# ---- design 1 ----
Design 1, placed cells, one colour a class:
Scale bar: 20 µm.
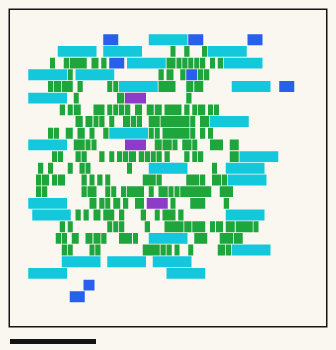

--- src/rtl/switch_debounce_pkg.sv ---
// rtl/switch_debounce_pkg.sv - FSM state encoding and parameter defaults for switch_debounce
package switch_debounce_pkg;

   typedef enum logic [1:0] {
      STABLE_LOW  = 2'd0,
      WAIT_HIGH   = 2'd1,
      STABLE_HIGH = 2'd2,
      WAIT_LOW    = 2'd3
   } state_t;

   localparam int DEFAULT_SYNC_STAGES     = 2;
   localparam int DEFAULT_DEBOUNCE_CYCLES = 1000000;

endpackage

--- src/rtl/sync_chain.sv ---
// rtl/sync_chain.sv - multi-flop synchronizer for an asynchronous level, reset to 0
module sync_chain #(
   parameter int STAGES = 2
) (
   input  logic clk,
   input  logic rst_n,
   input  logic d,
   output logic q
);

   if (STAGES < 2) begin : g_bad_stages
      $error("sync_chain: STAGES must be at least 2");
   end

   logic [STAGES-1:0] flops;

   always_ff @(posedge clk or negedge rst_n) begin
      if (!rst_n) begin
         flops <= '0;
      end else begin
         flops <= {flops[STAGES-2:0], d};
      end
   end

   assign q = flops[STAGES-1];

endmodule

--- src/rtl/switch_debounce.sv ---
// rtl/switch_debounce.sv - synchronize and debounce a mechanical switch, with edge pulses
module switch_debounce
   import switch_debounce_pkg::*;
#(
   parameter int SYNC_STAGES     = switch_debounce_pkg::DEFAULT_SYNC_STAGES,
   parameter int DEBOUNCE_CYCLES = switch_debounce_pkg::DEFAULT_DEBOUNCE_CYCLES
) (
   input  logic clk,
   input  logic rst_n,
   input  logic switch,
   output logic switch_db,
   output logic rise,
   output logic fall,
   output logic bouncing
);

   if (SYNC_STAGES < 2) begin : g_bad_sync
      $error("switch_debounce: SYNC_STAGES must be at least 2");
   end
   if (DEBOUNCE_CYCLES < 2) begin : g_bad_debounce
      $error("switch_debounce: DEBOUNCE_CYCLES must be at least 2");
   end

   localparam int CNT_W = (DEBOUNCE_CYCLES < 2) ? 1 : $clog2(DEBOUNCE_CYCLES);
   localparam logic [CNT_W-1:0] CNT_LAST = CNT_W'(DEBOUNCE_CYCLES - 1);

   logic             s;
   state_t           state;
   logic [CNT_W-1:0] cnt;

   sync_chain #(
      .STAGES (SYNC_STAGES)
   ) u_sync (
      .clk   (clk),
      .rst_n (rst_n),
      .d     (switch),
      .q     (s)
   );

   // The cycle that enters WAIT counts as the first stable sample, so the
   // counter reaching CNT_LAST means DEBOUNCE_CYCLES+1 agreeing samples.
   always_ff @(posedge clk or negedge rst_n) begin
      if (!rst_n) begin
         state     <= STABLE_LOW;
         cnt       <= '0;
         switch_db <= 1'b0;
         rise      <= 1'b0;
         fall      <= 1'b0;
         bouncing  <= 1'b0;
      end else begin
         rise <= 1'b0;
         fall <= 1'b0;
         case (state)
            STABLE_LOW: begin
               if (s) begin
                  state    <= WAIT_HIGH;
                  cnt      <= '0;
                  bouncing <= 1'b1;
               end
            end
            WAIT_HIGH: begin
               if (!s) begin
                  state    <= STABLE_LOW;
                  cnt      <= '0;
                  bouncing <= 1'b0;
               end else if (cnt == CNT_LAST) begin
                  state     <= STABLE_HIGH;
                  cnt       <= '0;
                  switch_db <= 1'b1;
                  rise      <= 1'b1;
                  bouncing  <= 1'b0;
               end else begin
                  cnt <= cnt + CNT_W'(1);
               end
            end
            STABLE_HIGH: begin
               if (!s) begin
                  state    <= WAIT_LOW;
                  cnt      <= '0;
                  bouncing <= 1'b1;
               end
            end
            WAIT_LOW: begin
               if (s) begin
                  state    <= STABLE_HIGH;
                  cnt      <= '0;
                  bouncing <= 1'b0;
               end else if (cnt == CNT_LAST) begin
                  state     <= STABLE_LOW;
                  cnt       <= '0;
                  switch_db <= 1'b0;
                  fall      <= 1'b1;
                  bouncing  <= 1'b0;
               end else begin
                  cnt <= cnt + CNT_W'(1);
               end
            end
            default: begin
               state     <= STABLE_LOW;
               cnt       <= '0;
               switch_db <= 1'b0;
               bouncing  <= 1'b0;
            end
         endcase
      end
   end

endmodule
--- config.mk ---
export PLATFORM = sky130hd
export DESIGN_NAME = switch_debounce
export DESIGN_NICKNAME = d
export VERILOG_FILES = /design/src/rtl/switch_debounce_pkg.sv /design/src/rtl/sync_chain.sv /design/src/rtl/switch_debounce.sv
export SDC_FILE = /design/constraint.sdc
export NUM_CORES = 1
export LEC_CHECK = 0
export ABC_AREA = 1
export CAP_MARGIN = 20
export CORE_MARGIN = 4
export CORE_UTILIZATION = 39
export CTS_BUF_LIST = sky130_fd_sc_hd__clkbuf_2 sky130_fd_sc_hd__clkbuf_4 sky130_fd_sc_hd__clkbuf_8
export CTS_CLUSTER_SIZE = 25
export DETAILED_ROUTE_END_ITERATION = 8
export PLACE_DENSITY = 0.66
export SYNTH_ARGS = -nofsm -noshare
export SYNTH_HDL_FRONTEND = slang
export SYNTH_HIERARCHICAL = 1
export SYNTH_SLANG_ARGS = --single-unit
export TNS_END_PERCENT = 100
--- constraint.sdc ---
create_clock -name clk -period 2.1 [get_ports clk]
set_input_delay 0.42 -clock clk [delete_from_list [all_inputs] [get_ports clk]]
set_output_delay 0.42 -clock clk [all_outputs]
set_load 0.01 [all_outputs]
# ---- design 2 ----
--- src/rtl/edu_token_sched_pkg.sv ---
`default_nettype none
// ============================================================================
// Module   : edu_token_sched_pkg
// Purpose  : Shared state encoding and sizing for the EDU token scheduler.
// Revision : 1.0 - initial release
// ============================================================================
package edu_token_sched_pkg;

    localparam int c_NUM_AQROW     = 8;
    localparam int c_AQROWADDR_BW  = 3;

    typedef enum logic [1:0] {
        ST_IDLE  = 2'd0,
        ST_ISSUE = 2'd1,
        ST_DONE  = 2'd2
    } state_t;

    // One extra bit so the counter can represent a full round of NUM_AQROW tokens
    function automatic int cnt_width(input int addr_bw);
        return addr_bw + 1;
    endfunction

endpackage
`default_nettype wire

--- src/rtl/edu_token_prio.sv ---
`default_nettype none
// ============================================================================
// Module   : edu_token_prio
// Purpose  : Combinational lowest-set-bit priority encoder.
// Revision : 1.0 - initial release
// ============================================================================
module edu_token_prio #(
    parameter int NUM_AQROW    = 8,
    parameter int AQROWADDR_BW = 3
) (
    input  logic [NUM_AQROW-1:0]    vec,
    output logic                    found,
    output logic [AQROWADDR_BW-1:0] index
);

    // Scan from the top down so the lowest set bit is the last writer
    always_comb begin
        found = 1'b0;
        index = '0;
        for (int i = NUM_AQROW - 1; i >= 0; i--) begin
            if (vec[i]) begin
                found = 1'b1;
                index = AQROWADDR_BW'(i);
            end
        end
    end

endmodule
`default_nettype wire

--- src/rtl/edu_token_sched.sv ---
`default_nettype none
// ============================================================================
// Module   : edu_token_sched
// Purpose  : Serial syndrome-token scheduler, lowest pending row first.
// Revision : 1.0 - initial release
// ============================================================================
module edu_token_sched
    import edu_token_sched_pkg::*;
#(
    parameter int NUM_AQROW    = c_NUM_AQROW,
    parameter int AQROWADDR_BW = c_AQROWADDR_BW
) (
    input  logic                    clk,
    input  logic                    rst,
    input  logic                    start,
    input  logic                    abort,
    input  logic [NUM_AQROW-1:0]    esmhead_row,
    input  logic [NUM_AQROW-1:0]    flag_out_row,
    output logic                    token_valid,
    output logic [AQROWADDR_BW-1:0] token_col,
    input  logic                    token_ready,
    output logic                    busy,
    output logic                    done,
    output logic [AQROWADDR_BW:0]   token_cnt
);

    localparam int                    CNT_W      = cnt_width(AQROWADDR_BW);
    localparam logic [CNT_W-1:0]      c_CNT_MAX  = CNT_W'(NUM_AQROW);
    localparam logic [NUM_AQROW-1:0]  c_ONE      = NUM_AQROW'(1);

    state_t                    r_state;
    state_t                    w_state_nxt;
    logic [NUM_AQROW-1:0]      r_pending;
    logic [NUM_AQROW-1:0]      w_pending_nxt;
    logic [CNT_W-1:0]          r_token_cnt;
    logic [CNT_W-1:0]          w_cnt_nxt;
    logic                      w_found;
    logic [AQROWADDR_BW-1:0]   w_idx;
    logic                      w_token_valid;
    logic [AQROWADDR_BW-1:0]   w_token_col;
    logic                      w_done;

    edu_token_prio #(
        .NUM_AQROW    (NUM_AQROW),
        .AQROWADDR_BW (AQROWADDR_BW)
    ) u_prio (
        .vec   (r_pending),
        .found (w_found),
        .index (w_idx)
    );

    always_ff @(posedge clk or posedge rst) begin
        if (rst) begin
            r_state     <= ST_IDLE;
            r_pending   <= '0;
            r_token_cnt <= '0;
        end else begin
            r_state     <= w_state_nxt;
            r_pending   <= w_pending_nxt;
            r_token_cnt <= w_cnt_nxt;
        end
    end

    always_comb begin
        w_state_nxt   = r_state;
        w_pending_nxt = r_pending;
        w_cnt_nxt     = r_token_cnt;
        w_token_valid = 1'b0;
        w_token_col   = '0;
        w_done        = 1'b0;

        case (r_state)
            ST_IDLE: begin
                if (start) begin
                    w_pending_nxt = esmhead_row & ~flag_out_row;
                    w_cnt_nxt     = '0;
                    w_state_nxt   = ST_ISSUE;
                end
            end
            ST_ISSUE: begin
                // Offer depends only on pending/state; ready merely retires it
                if (w_found) begin
                    w_token_valid = 1'b1;
                    w_token_col   = w_idx;
                    if (token_ready) begin
                        w_pending_nxt = r_pending & ~(c_ONE << w_idx);
                        if (r_token_cnt != c_CNT_MAX)
                            w_cnt_nxt = r_token_cnt + 1'b1;
                    end
                end else begin
                    w_state_nxt = ST_DONE;
                end
            end
            ST_DONE: begin
                w_done      = 1'b1;
                w_state_nxt = ST_IDLE;
            end
            default: begin
                w_state_nxt = ST_IDLE;
            end
        endcase

        // Abort overrides start and any same-cycle handshake; count is frozen
        if (abort) begin
            w_state_nxt   = ST_IDLE;
            w_pending_nxt = '0;
            w_cnt_nxt     = r_token_cnt;
        end
    end

    assign token_valid = w_token_valid;
    assign token_col   = w_token_col;
    assign busy        = (r_state != ST_IDLE);
    assign done        = w_done;
    assign token_cnt   = r_token_cnt;

endmodule
`default_nettype wire

--- config.mk ---
export PLATFORM = sky130hd
export DESIGN_NAME = edu_token_sched
export DESIGN_NICKNAME = d
export VERILOG_FILES = /design/src/rtl/edu_token_sched_pkg.sv /design/src/rtl/edu_token_prio.sv /design/src/rtl/edu_token_sched.sv
export SDC_FILE = /design/constraint.sdc
export NUM_CORES = 1
export LEC_CHECK = 0
export CORE_MARGIN = 1.5
export CORE_UTILIZATION = 38
export CTS_CLUSTER_DIAMETER = 50
export DETAILED_ROUTE_END_ITERATION = 8
export DONT_BUFFER_PORTS = 1
export PLACE_DENSITY = 0.6
export REMOVE_ABC_BUFFERS = 1
export SLEW_MARGIN = 40
export SYNTH_ARGS = -nofsm -noshare
export SYNTH_HDL_FRONTEND = slang
export SYNTH_HIERARCHICAL = 1
export SYNTH_SLANG_ARGS = --single-unit
--- constraint.sdc ---
create_clock -name clk -period 1.9 [get_ports clk]
set_input_delay 0.38 -clock clk [delete_from_list [all_inputs] [get_ports clk]]
set_output_delay 0.38 -clock clk [all_outputs]
set_load 0.01 [all_outputs]
# ---- design 3 ----
[config.mk]
export PLATFORM = sky130hd
export DESIGN_NAME = ltc2195_frame_avg
export DESIGN_NICKNAME = d
export VERILOG_FILES = /design/src/rtl/ltc2195_frame_avg.sv
export SDC_FILE = /design/constraint.sdc
export NUM_CORES = 1
export LEC_CHECK = 0
export CORE_MARGIN = 2
export CORE_UTILIZATION = 55
export CTS_CLUSTER_DIAMETER = 80
export DETAILED_ROUTE_END_ITERATION = 8
export GPL_TIMING_DRIVEN = 1
export PLACE_DENSITY = 0.78
export SYNTH_ARGS = -nofsm -noshare
export SYNTH_HDL_FRONTEND = slang
export SYNTH_SLANG_ARGS = --single-unit
[constraint.sdc]
create_clock -name clk_in -period 4.8 [get_ports clk_in]
set_clock_uncertainty 0.05 [all_clocks]
set_input_delay 0.48 -clock clk_in [delete_from_list [all_inputs] [get_ports clk_in]]
set_output_delay 0.48 -clock clk_in [all_outputs]
set_load 0.03 [all_outputs]
[src/rtl/ltc2195_frame_avg.sv]
// ltc2195_frame_avg
// Downstream stage of the LTC2195 ADC controller. Registers each ADC sample
// pair with its frame word, checks the frame pattern, tracks lock with a small
// FSM and counts frame errors with a saturating counter. While locked it
// boxcar-averages both channels over windows of 2^k samples and emits one
// decimated output pair per window. Configuration arrives on the shared
// command bus in the 16'h33?? page.

module ltc2195_frame_avg #(
    parameter logic [3:0] FR_PATTERN = 4'b1100,
    parameter int         LOCK_RUN   = 16,
    parameter int         MAX_LOG2   = 8
) (
    input  logic        clk_in,
    input  logic        rst_in,
    input  logic        cmd_trig_in,
    input  logic [15:0] cmd_addr_in,
    input  logic [15:0] cmd_data_in,
    input  logic [15:0] adc0_in,
    input  logic [15:0] adc1_in,
    input  logic [3:0]  fr_in,
    output logic [15:0] avg0_out,
    output logic [15:0] avg1_out,
    output logic        avg_valid_out,
    output logic        locked_out,
    output logic [15:0] err_count_out
);

    // Accumulator holds 2^MAX_LOG2 full-scale 16-bit samples without overflow.
    localparam int         ACC_W      = 16 + MAX_LOG2;
    // Window count must be able to represent 2^MAX_LOG2.
    localparam int         CNT_W      = MAX_LOG2 + 1;
    localparam logic [7:0] LOCK_RUN_8 = 8'(LOCK_RUN);
    localparam logic [3:0] MAX_K      = 4'(MAX_LOG2);

    localparam logic [15:0] ADDR_SET_K   = 16'h3300;
    localparam logic [15:0] ADDR_CLR_ERR = 16'h3301;

    typedef enum logic {
        ST_UNLOCKED = 1'b0,
        ST_LOCKED   = 1'b1
    } lock_state_t;

    // ------------------------------------------------------------------
    // Registers
    // ------------------------------------------------------------------
    logic [15:0]  r_adc0;
    logic [15:0]  r_adc1;
    logic [3:0]   r_fr;
    logic         r_s1_valid;

    lock_state_t  r_state;
    logic [7:0]   r_run;
    logic         r_locked;

    logic [15:0]  r_err;

    logic [3:0]       r_k;
    logic [CNT_W-1:0] r_count;
    logic             r_avg_valid;

    // ------------------------------------------------------------------
    // Wires
    // ------------------------------------------------------------------
    logic             w_match;
    logic             w_mismatch;
    logic             w_cmd_set_k;
    logic             w_cmd_clr_err;
    logic [3:0]       w_k_new;
    logic             w_accept;
    logic [CNT_W-1:0] w_n_minus1;
    logic             w_last;
    logic             w_win_clear;
    logic [15:0]      w_sample [2];
    logic [15:0]      w_avg    [2];

    // Only the low nibble of the command data carries the k value.
    logic             w_unused_data;
    assign w_unused_data = &{1'b0, cmd_data_in[15:4]};

    // ------------------------------------------------------------------
    // Stage 1: register samples and frame word every cycle
    // ------------------------------------------------------------------
    // The valid flag keeps the sample captured during reset from being
    // judged as a frame once reset is released.
    always_ff @(posedge clk_in) begin
        r_adc0 <= adc0_in;
        r_adc1 <= adc1_in;
        r_fr   <= fr_in;
        if (rst_in) begin
            r_s1_valid <= 1'b0;
        end else begin
            r_s1_valid <= 1'b1;
        end
    end

    // ------------------------------------------------------------------
    // Frame check, command decode and window control
    // ------------------------------------------------------------------
    assign w_match       = r_s1_valid && (r_fr == FR_PATTERN);
    assign w_mismatch    = r_s1_valid && (r_fr != FR_PATTERN);

    assign w_cmd_set_k   = cmd_trig_in && (cmd_addr_in == ADDR_SET_K);
    assign w_cmd_clr_err = cmd_trig_in && (cmd_addr_in == ADDR_CLR_ERR);
    assign w_k_new       = (cmd_data_in[3:0] > MAX_K) ? MAX_K : cmd_data_in[3:0];

    // A sample is only averaged when already locked and its frame is good;
    // the frame that completes lock acquisition is therefore never used.
    assign w_accept      = (r_state == ST_LOCKED) && w_match;
    assign w_n_minus1    = (CNT_W'(1) << r_k) - CNT_W'(1);
    assign w_last        = w_accept && (r_count == w_n_minus1);

    // Partial windows are discarded on a k change or on loss of lock.
    assign w_win_clear   = w_cmd_set_k || ((r_state == ST_LOCKED) && w_mismatch);

    assign w_sample[0]   = r_adc0;
    assign w_sample[1]   = r_adc1;

    // ------------------------------------------------------------------
    // Lock FSM: count consecutive good frames, drop out on any bad frame
    // ------------------------------------------------------------------
    always_ff @(posedge clk_in) begin
        if (rst_in) begin
            r_state  <= ST_UNLOCKED;
            r_run    <= 8'd0;
            r_locked <= 1'b0;
        end else begin
            case (r_state)
                ST_UNLOCKED: begin
                    if (w_match) begin
                        if (r_run == LOCK_RUN_8 - 8'd1) begin
                            r_state  <= ST_LOCKED;
                            r_run    <= 8'd0;
                            r_locked <= 1'b1;
                        end else begin
                            r_run <= r_run + 8'd1;
                        end
                    end else if (w_mismatch) begin
                        r_run <= 8'd0;
                    end
                end
                ST_LOCKED: begin
                    if (w_mismatch) begin
                        r_state  <= ST_UNLOCKED;
                        r_run    <= 8'd0;
                        r_locked <= 1'b0;
                    end
                end
                default: begin
                    r_state  <= ST_UNLOCKED;
                    r_run    <= 8'd0;
                    r_locked <= 1'b0;
                end
            endcase
        end
    end

    // ------------------------------------------------------------------
    // Saturating frame-error counter; a software clear beats a new error
    // ------------------------------------------------------------------
    always_ff @(posedge clk_in) begin
        if (rst_in) begin
            r_err <= 16'd0;
        end else if (w_cmd_clr_err) begin
            r_err <= 16'd0;
        end else if (w_mismatch && (r_err != 16'hFFFF)) begin
            r_err <= r_err + 16'd1;
        end
    end

    // ------------------------------------------------------------------
    // Decimation exponent, shared window count and output strobe
    // ------------------------------------------------------------------
    // A window that completes in the same cycle as a k write is produced
    // with the old k because the shift uses r_k before it is updated.
    always_ff @(posedge clk_in) begin
        if (rst_in) begin
            r_k         <= 4'd0;
            r_count     <= '0;
            r_avg_valid <= 1'b0;
        end else begin
            r_avg_valid <= w_last;
            if (w_win_clear || w_last) begin
                r_count <= '0;
            end else if (w_accept) begin
                r_count <= r_count + CNT_W'(1);
            end
            if (w_cmd_set_k) begin
                r_k <= w_k_new;
            end
        end
    end

    // ------------------------------------------------------------------
    // Per-channel accumulator and averaged output
    // ------------------------------------------------------------------
    genvar gi;
    generate
        for (gi = 0; gi < 2; gi++) begin : g_chan
            logic signed [ACC_W-1:0] r_acc;
            logic        [15:0]      r_avg;
            logic signed [ACC_W-1:0] w_ext;
            logic signed [ACC_W-1:0] w_sum;
            logic        [15:0]      w_avg_next;

            assign w_ext      = {{(ACC_W-16){w_sample[gi][15]}}, w_sample[gi]};
            assign w_sum      = r_acc + w_ext;
            // Arithmetic shift floors toward minus infinity.
            assign w_avg_next = 16'(w_sum >>> r_k);

            // Accumulate accepted samples; publish and restart on the last one.
            always_ff @(posedge clk_in) begin
                if (rst_in) begin
                    r_acc <= '0;
                    r_avg <= 16'd0;
                end else begin
                    if (w_last) begin
                        r_avg <= w_avg_next;
                    end
                    if (w_win_clear || w_last) begin
                        r_acc <= '0;
                    end else if (w_accept) begin
                        r_acc <= w_sum;
                    end
                end
            end

            assign w_avg[gi] = r_avg;
        end
    endgenerate

    // ------------------------------------------------------------------
    // Outputs
    // ------------------------------------------------------------------
    assign avg0_out      = w_avg[0];
    assign avg1_out      = w_avg[1];
    assign avg_valid_out = r_avg_valid;
    assign locked_out    = r_locked;
    assign err_count_out = r_err;

endmodule

Design 3, register map, names as in the netlist:
Scale bar: 50 µm. Other sequential cells in the stronger grey, the rest of the logic in the fainter grey.
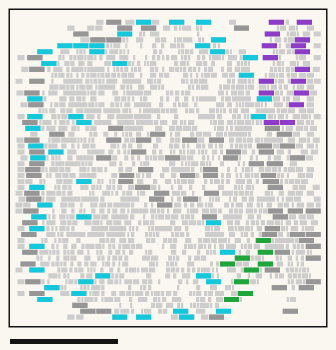
name in the netlist	colour	placed flops
g_chan.r_acc	cyan	48
r_count	green	9
err_count_out	purple	16
not coloured	84
Seq. pwr: 1.33 mW
Flop area: 3150 µm²
Final Util: 65.2%
Seq/total area: 24.6%

==> results.sh, design 3 <==
# yosys + openroad results
export IMPL_holdPathStages=1
export IMPL_num_vias=11024
export IMPL_finalPower_mw=2.97
export IMPL_grt_max_degree=61
export IMPL_reg2reg_depth=12
export IMPL_p_comb_mw=0.317
export IMPL_relSlewSlack_pct=23.9
export IMPL_common_cells="181 x nand2_1, 157 x dfxtp_1, 127 x a21oi_1, 118 x nor2_1, 69 x clkbuf_1"
export IMPL_seq_power_share_pct=45.0
export IMPL_grt_pass1_wl_mm=51.6
export IMPL_ant_nets=0
export IMPL_ios=121
export IMPL_worstSetupStartpointType="register"
export IMPL_drt_iter0_drc=983
export IMPL_gp_congestion=0.927
export IMPL_dieWidth_um=146
export IMPL_tightest_slew_ps=1140
export IMPL_tns_ps=0
export IMPL_synth_seq_share_pct=28.5
export IMPL_top_cell="nand2_1"
export IMPL_ys_cells=1387
export IMPL_ys_sh_adder_pct=6.03
export IMPL_core_um2=19600
export IMPL_power_leakage_nw=4.95
export IMPL_outcome="finished clean"
export IMPL_slowest_delay_ps=740
design 3: layer usage:
layer  vias to the layer above  part of all wire, %
met1                      5202                   44
li1                       5233                    -
met3                        59                  8.7
met5                         -                    0
met4                         0                  2.1
met2                       530                   45
design 3: flip-flops by register name (all words and copies together), names as in the netlist:
name	count
avg0_out	16
avg1_out	16
avg_valid_out	1
err_count_out	16
g_chan.r_acc	48
locked_out	1
r_adc0	16
r_adc1	16
r_count	9
r_fr	4
r_k	4
r_run	8
r_s1_valid	1
r_state	1
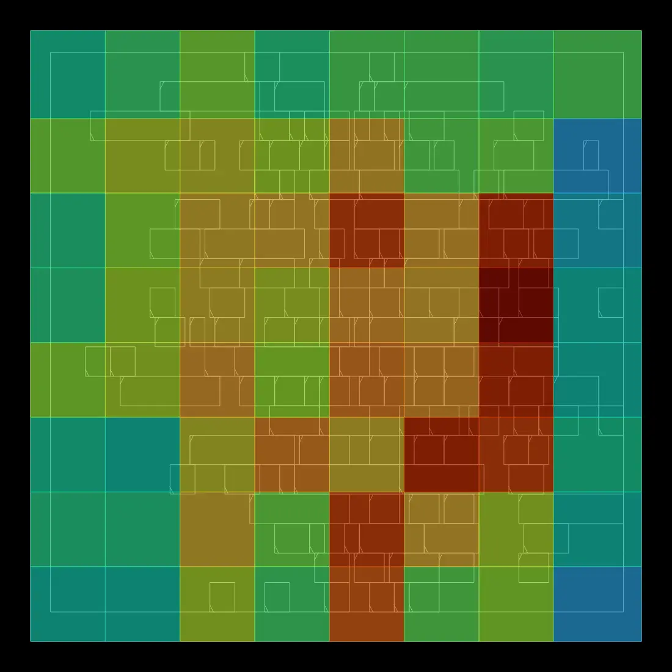
Design 2: congestion heat map
met2 Resource Use GR: 28.1%
wire length per cell: 18.0 µm

==> results.sh, design 2 <==
# yosys + openroad results
export IMPL_tns_ps=-209
export IMPL_ys_cells=120
export IMPL_synthTopCellsByArea="dfrtp_1 32%, or4b_1 4.6%, nor2b_1 4.0%"
export IMPL_intPower_mw=0.669
export IMPL_ctsHtreeMaxLevel=1
export IMPL_ys_sh_adder_pct=2.31
export IMPL_common_cells="14 x dfrtp_1, 10 x inv_1, 7 x nor2b_1"
export IMPL_outcome="complete, but fails checks"
export IMPL_finalClockSkew_ps=13.2
export IMPL_ios=31
export IMPL_hold_ws_ps=32.9
export IMPL_dieWidth_um=56.4
export IMPL_top_logic_kind="simple AND/OR/NAND/NOR gates"
export IMPL_endpoint="token_col[2]"
export IMPL_reg2reg_setup_slack_ps=-40
export IMPL_tapCellCount=31
export IMPL_violations="negative setup slack"
export IMPL_grt_pass1_vias=1002
export IMPL_peakVddDrop_mv=0.484
export IMPL_sh_comb_area_pct=53.4
export IMPL_place_ws_ps=19.4
export IMPL_clk_path_buf_depth=2
export IMPL_ys_ff=14
export IMPL_cts_inserted_buffers=3
export IMPL_setup_violations=8
export IMPL_setup_ws_ps=-85.0
export IMPL_crit_fanout=5
export IMPL_top_cell="dfrtp_1"
export IMPL_power_leakage_nw=0.585
export IMPL_startpoint="r_pending[7]$_DFFE_PP0P_"
export IMPL_synth_seq_share_pct=32.3
export IMPL_synth_area_per_cell_um2=9.03
export IMPL_synthToLayoutAreaGrowth_pct=28.6
export IMPL_rsz0062_at_grt="true"
export IMPL_highest_layer="met4"
## design 2: worst register-to-register path: stages (launching register included)
cell	delay, ps
dfrtp_2	460
nor4_4	360
buf_4	190
nor2b_4	50
buf_6	120
or3b_2	470
o2111ai_2	100
nand3_1	100
## design 2: repair_timing
item	in CTS	in global routing
gates resized	21	8
setup endpoints to repair	5	13
setup buffers	11	8
pin swaps	6	7
gates cloned	1	1
hold buffers	0	0
## design 2: sequential cells by signal (all words and copies together) (netlist names)
| signal | flops |
|---|---|
| r_pending | 8 |
| r_state | 2 |
| token_cnt | 4 |
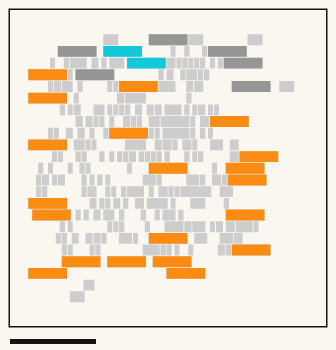
Design 1: register map, names as in the netlist
Scale bar: 20 µm. Other sequential cells in the stronger grey, the rest of the logic in the fainter grey.
name in the netlist	colour	placed flops
cnt	orange	20
u_sync/flops	cyan	2
Seq. pwr: 0.623 mW
Seq/total area: 38.1%
Flop area: 701 µm²
Final Util: 44.9%

Notes on 'placed cells, one colour a class' of design 1 above:
class	colour	cells	share of their area
flip-flops	cyan	28	39%
all other logic	green	192	54%
other buffers and delay cells	blue	8	4.2%
cells driving clock nets	purple	3	2.3%
# rows: 23
final instance area: 1840 µm²
Core Region: 4090 µm²

==> results.sh, design 1 <==
# yosys + openroad results
export IMPL_outcome="finished clean"
export IMPL_hold_ws_ps=358
export IMPL_grt_busiest_layer="met2"
export IMPL_dominant_cell_class="multi-input combinational cells"
export IMPL_met2_usage_pct=21.9
export IMPL_logic_area_um2=860
export IMPL_signal_buffer_area_fraction_pct=4.09
export IMPL_min_path_type="register to register"
export IMPL_p_sw_share_pct=31.1
export IMPL_sh_comb_area_pct=46.8
export IMPL_instances_no_fill=281
export IMPL_finalClockSkew_ps=5.45
export IMPL_synth_seq_share_pct=41.8
export IMPL_power_leakage_nw=0.850
export IMPL_place_area_um2=1800
export IMPL_grt_pass1_vias=1285
export IMPL_drt_iter0_drc=69
export IMPL_diodes=0
export IMPL_holdPathStages=0
export IMPL_powerClk_mw=0.286
export IMPL_synth_top_area_share_pct=41.8
export IMPL_worstSetupStartpointType="register"
export IMPL_top_area_cell="dfrtp_1"
export IMPL_slowest_stage="dfrtp_1"
export IMPL_antenna_found_initial=0
export IMPL_numPortBuffers=6
export IMPL_root_buffer="clkbuf_8"
export IMPL_power_switching_mw=0.357
export IMPL_layout_top_cells="74 x nand2_1, 28 x dfrtp_1, 26 x inv_1, 26 x nor2_1, 23 x nand3_1"
export IMPL_ys_cells=222
export IMPL_ys_warn_count=6
export IMPL_tns_ps=0
export IMPL_path_depth=6
export IMPL_mux_share_pct=0
export IMPL_post_cts_setup_buffer_count=0
export IMPL_inverters=26
export IMPL_gp_congestion=0.856
[design 1: synth_stat cells]
library cell and n:
o21ai_0 4, buf_6 1, nor2_8 1, nand3_2 1, dfrtp_1 28, o22ai_1 6, nand2_1 74, o21bai_1 5
xnor2_1 1, a21oi_1 1, nand3_4 1, nor2_1 26, o21ai_2 4, nand2_2 1, buf_4 1, nand4_1 5
nand2_4 1, o21bai_4 1, xor2_1 4, ha_1 1, nor2_4 5, nand3_1 23, inv_1 26, nor2_2 1

==> screenshots <==
Gate-type map.
picture 1
Scale bar: 20 µm.
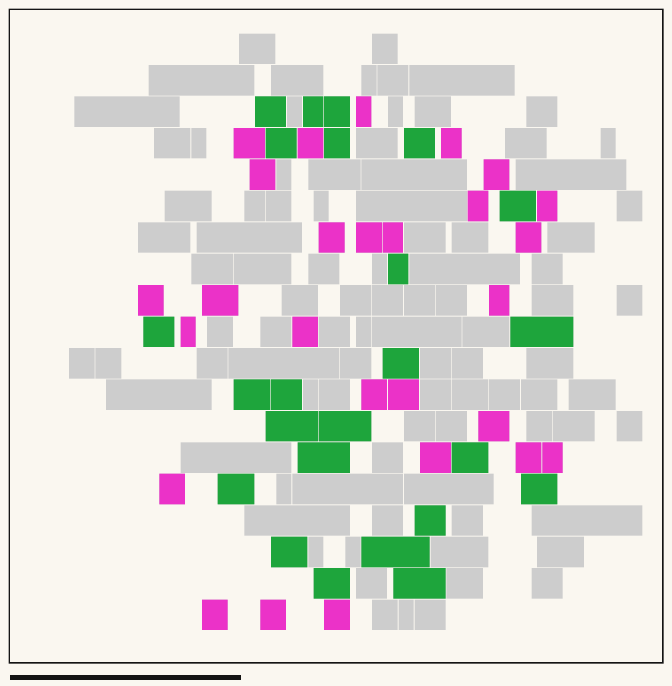
picture 2
Scale bar: 50 µm.
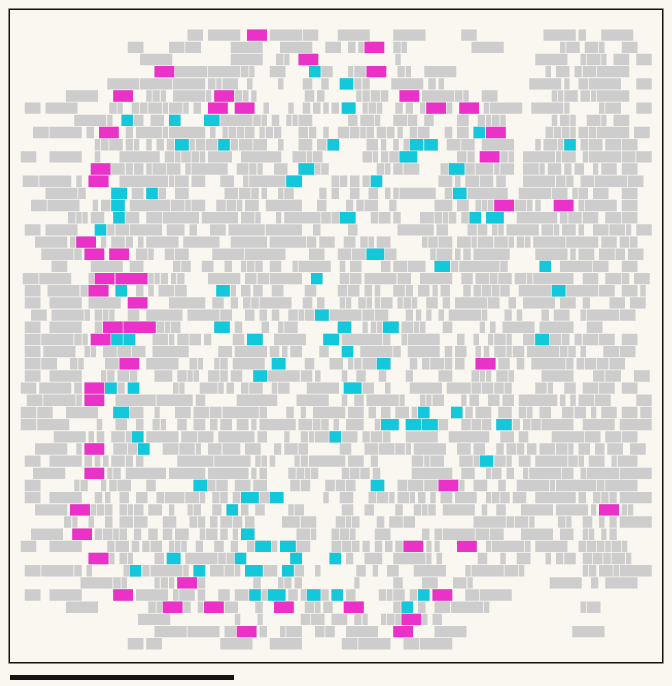
picture 3
Scale bar: 20 µm.
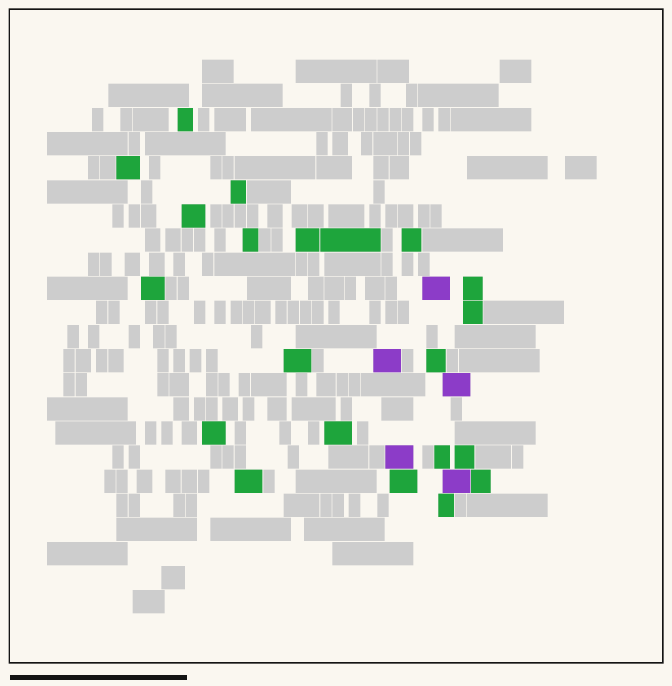
Of these, most cells: picture 2
design 3: picture 2
design 1: picture 3
design 2: picture 1

Key to picture 1:
family	colour	cells
inverting AOI/OAI gates	green	24
NAND gates	magenta	27



==> screenshots <==
Sizing map.
Plate I
Scale bar: 20 µm.
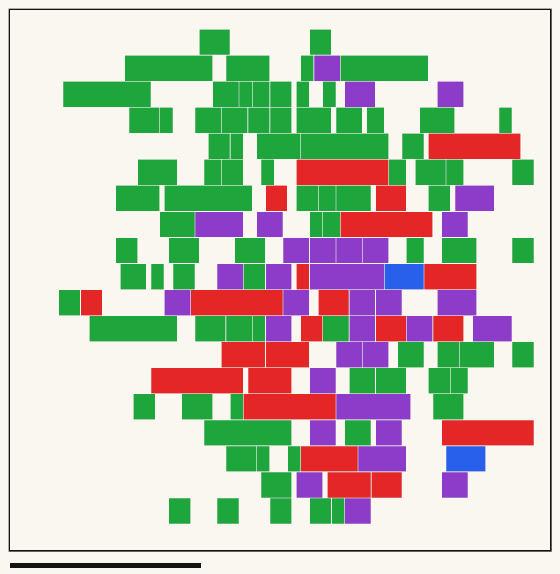
Plate II
Scale bar: 20 µm.
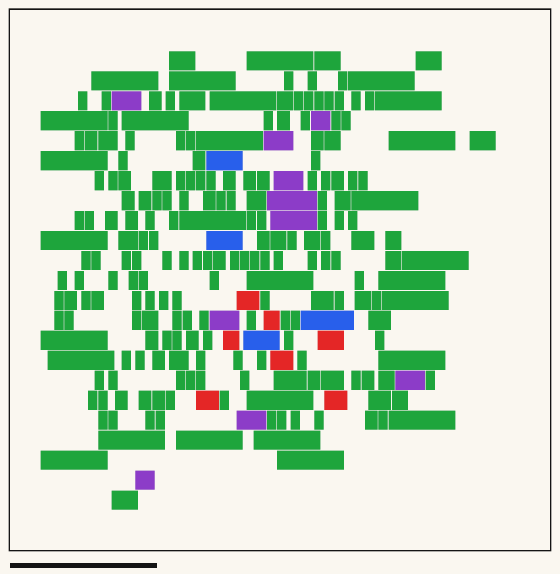
Plate III
Scale bar: 50 µm.
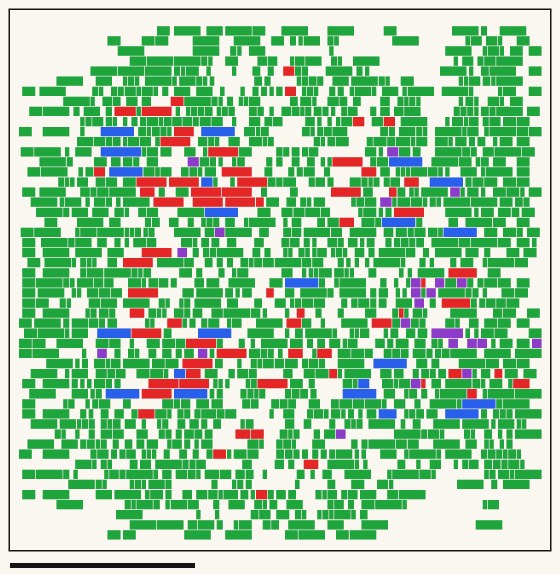
Plate I comes from design 2.
Plate II comes from design 1.
Plate III comes from design 3.
The one with the most cells is Plate III.

Key to Plate I:
size	colour	cells
drive 2	red	22
drive 3 to 4	purple	33
drive 6 and up	blue	2
drive 1 or less	green	85

Power is estimated from default activity; no workload was simulated.
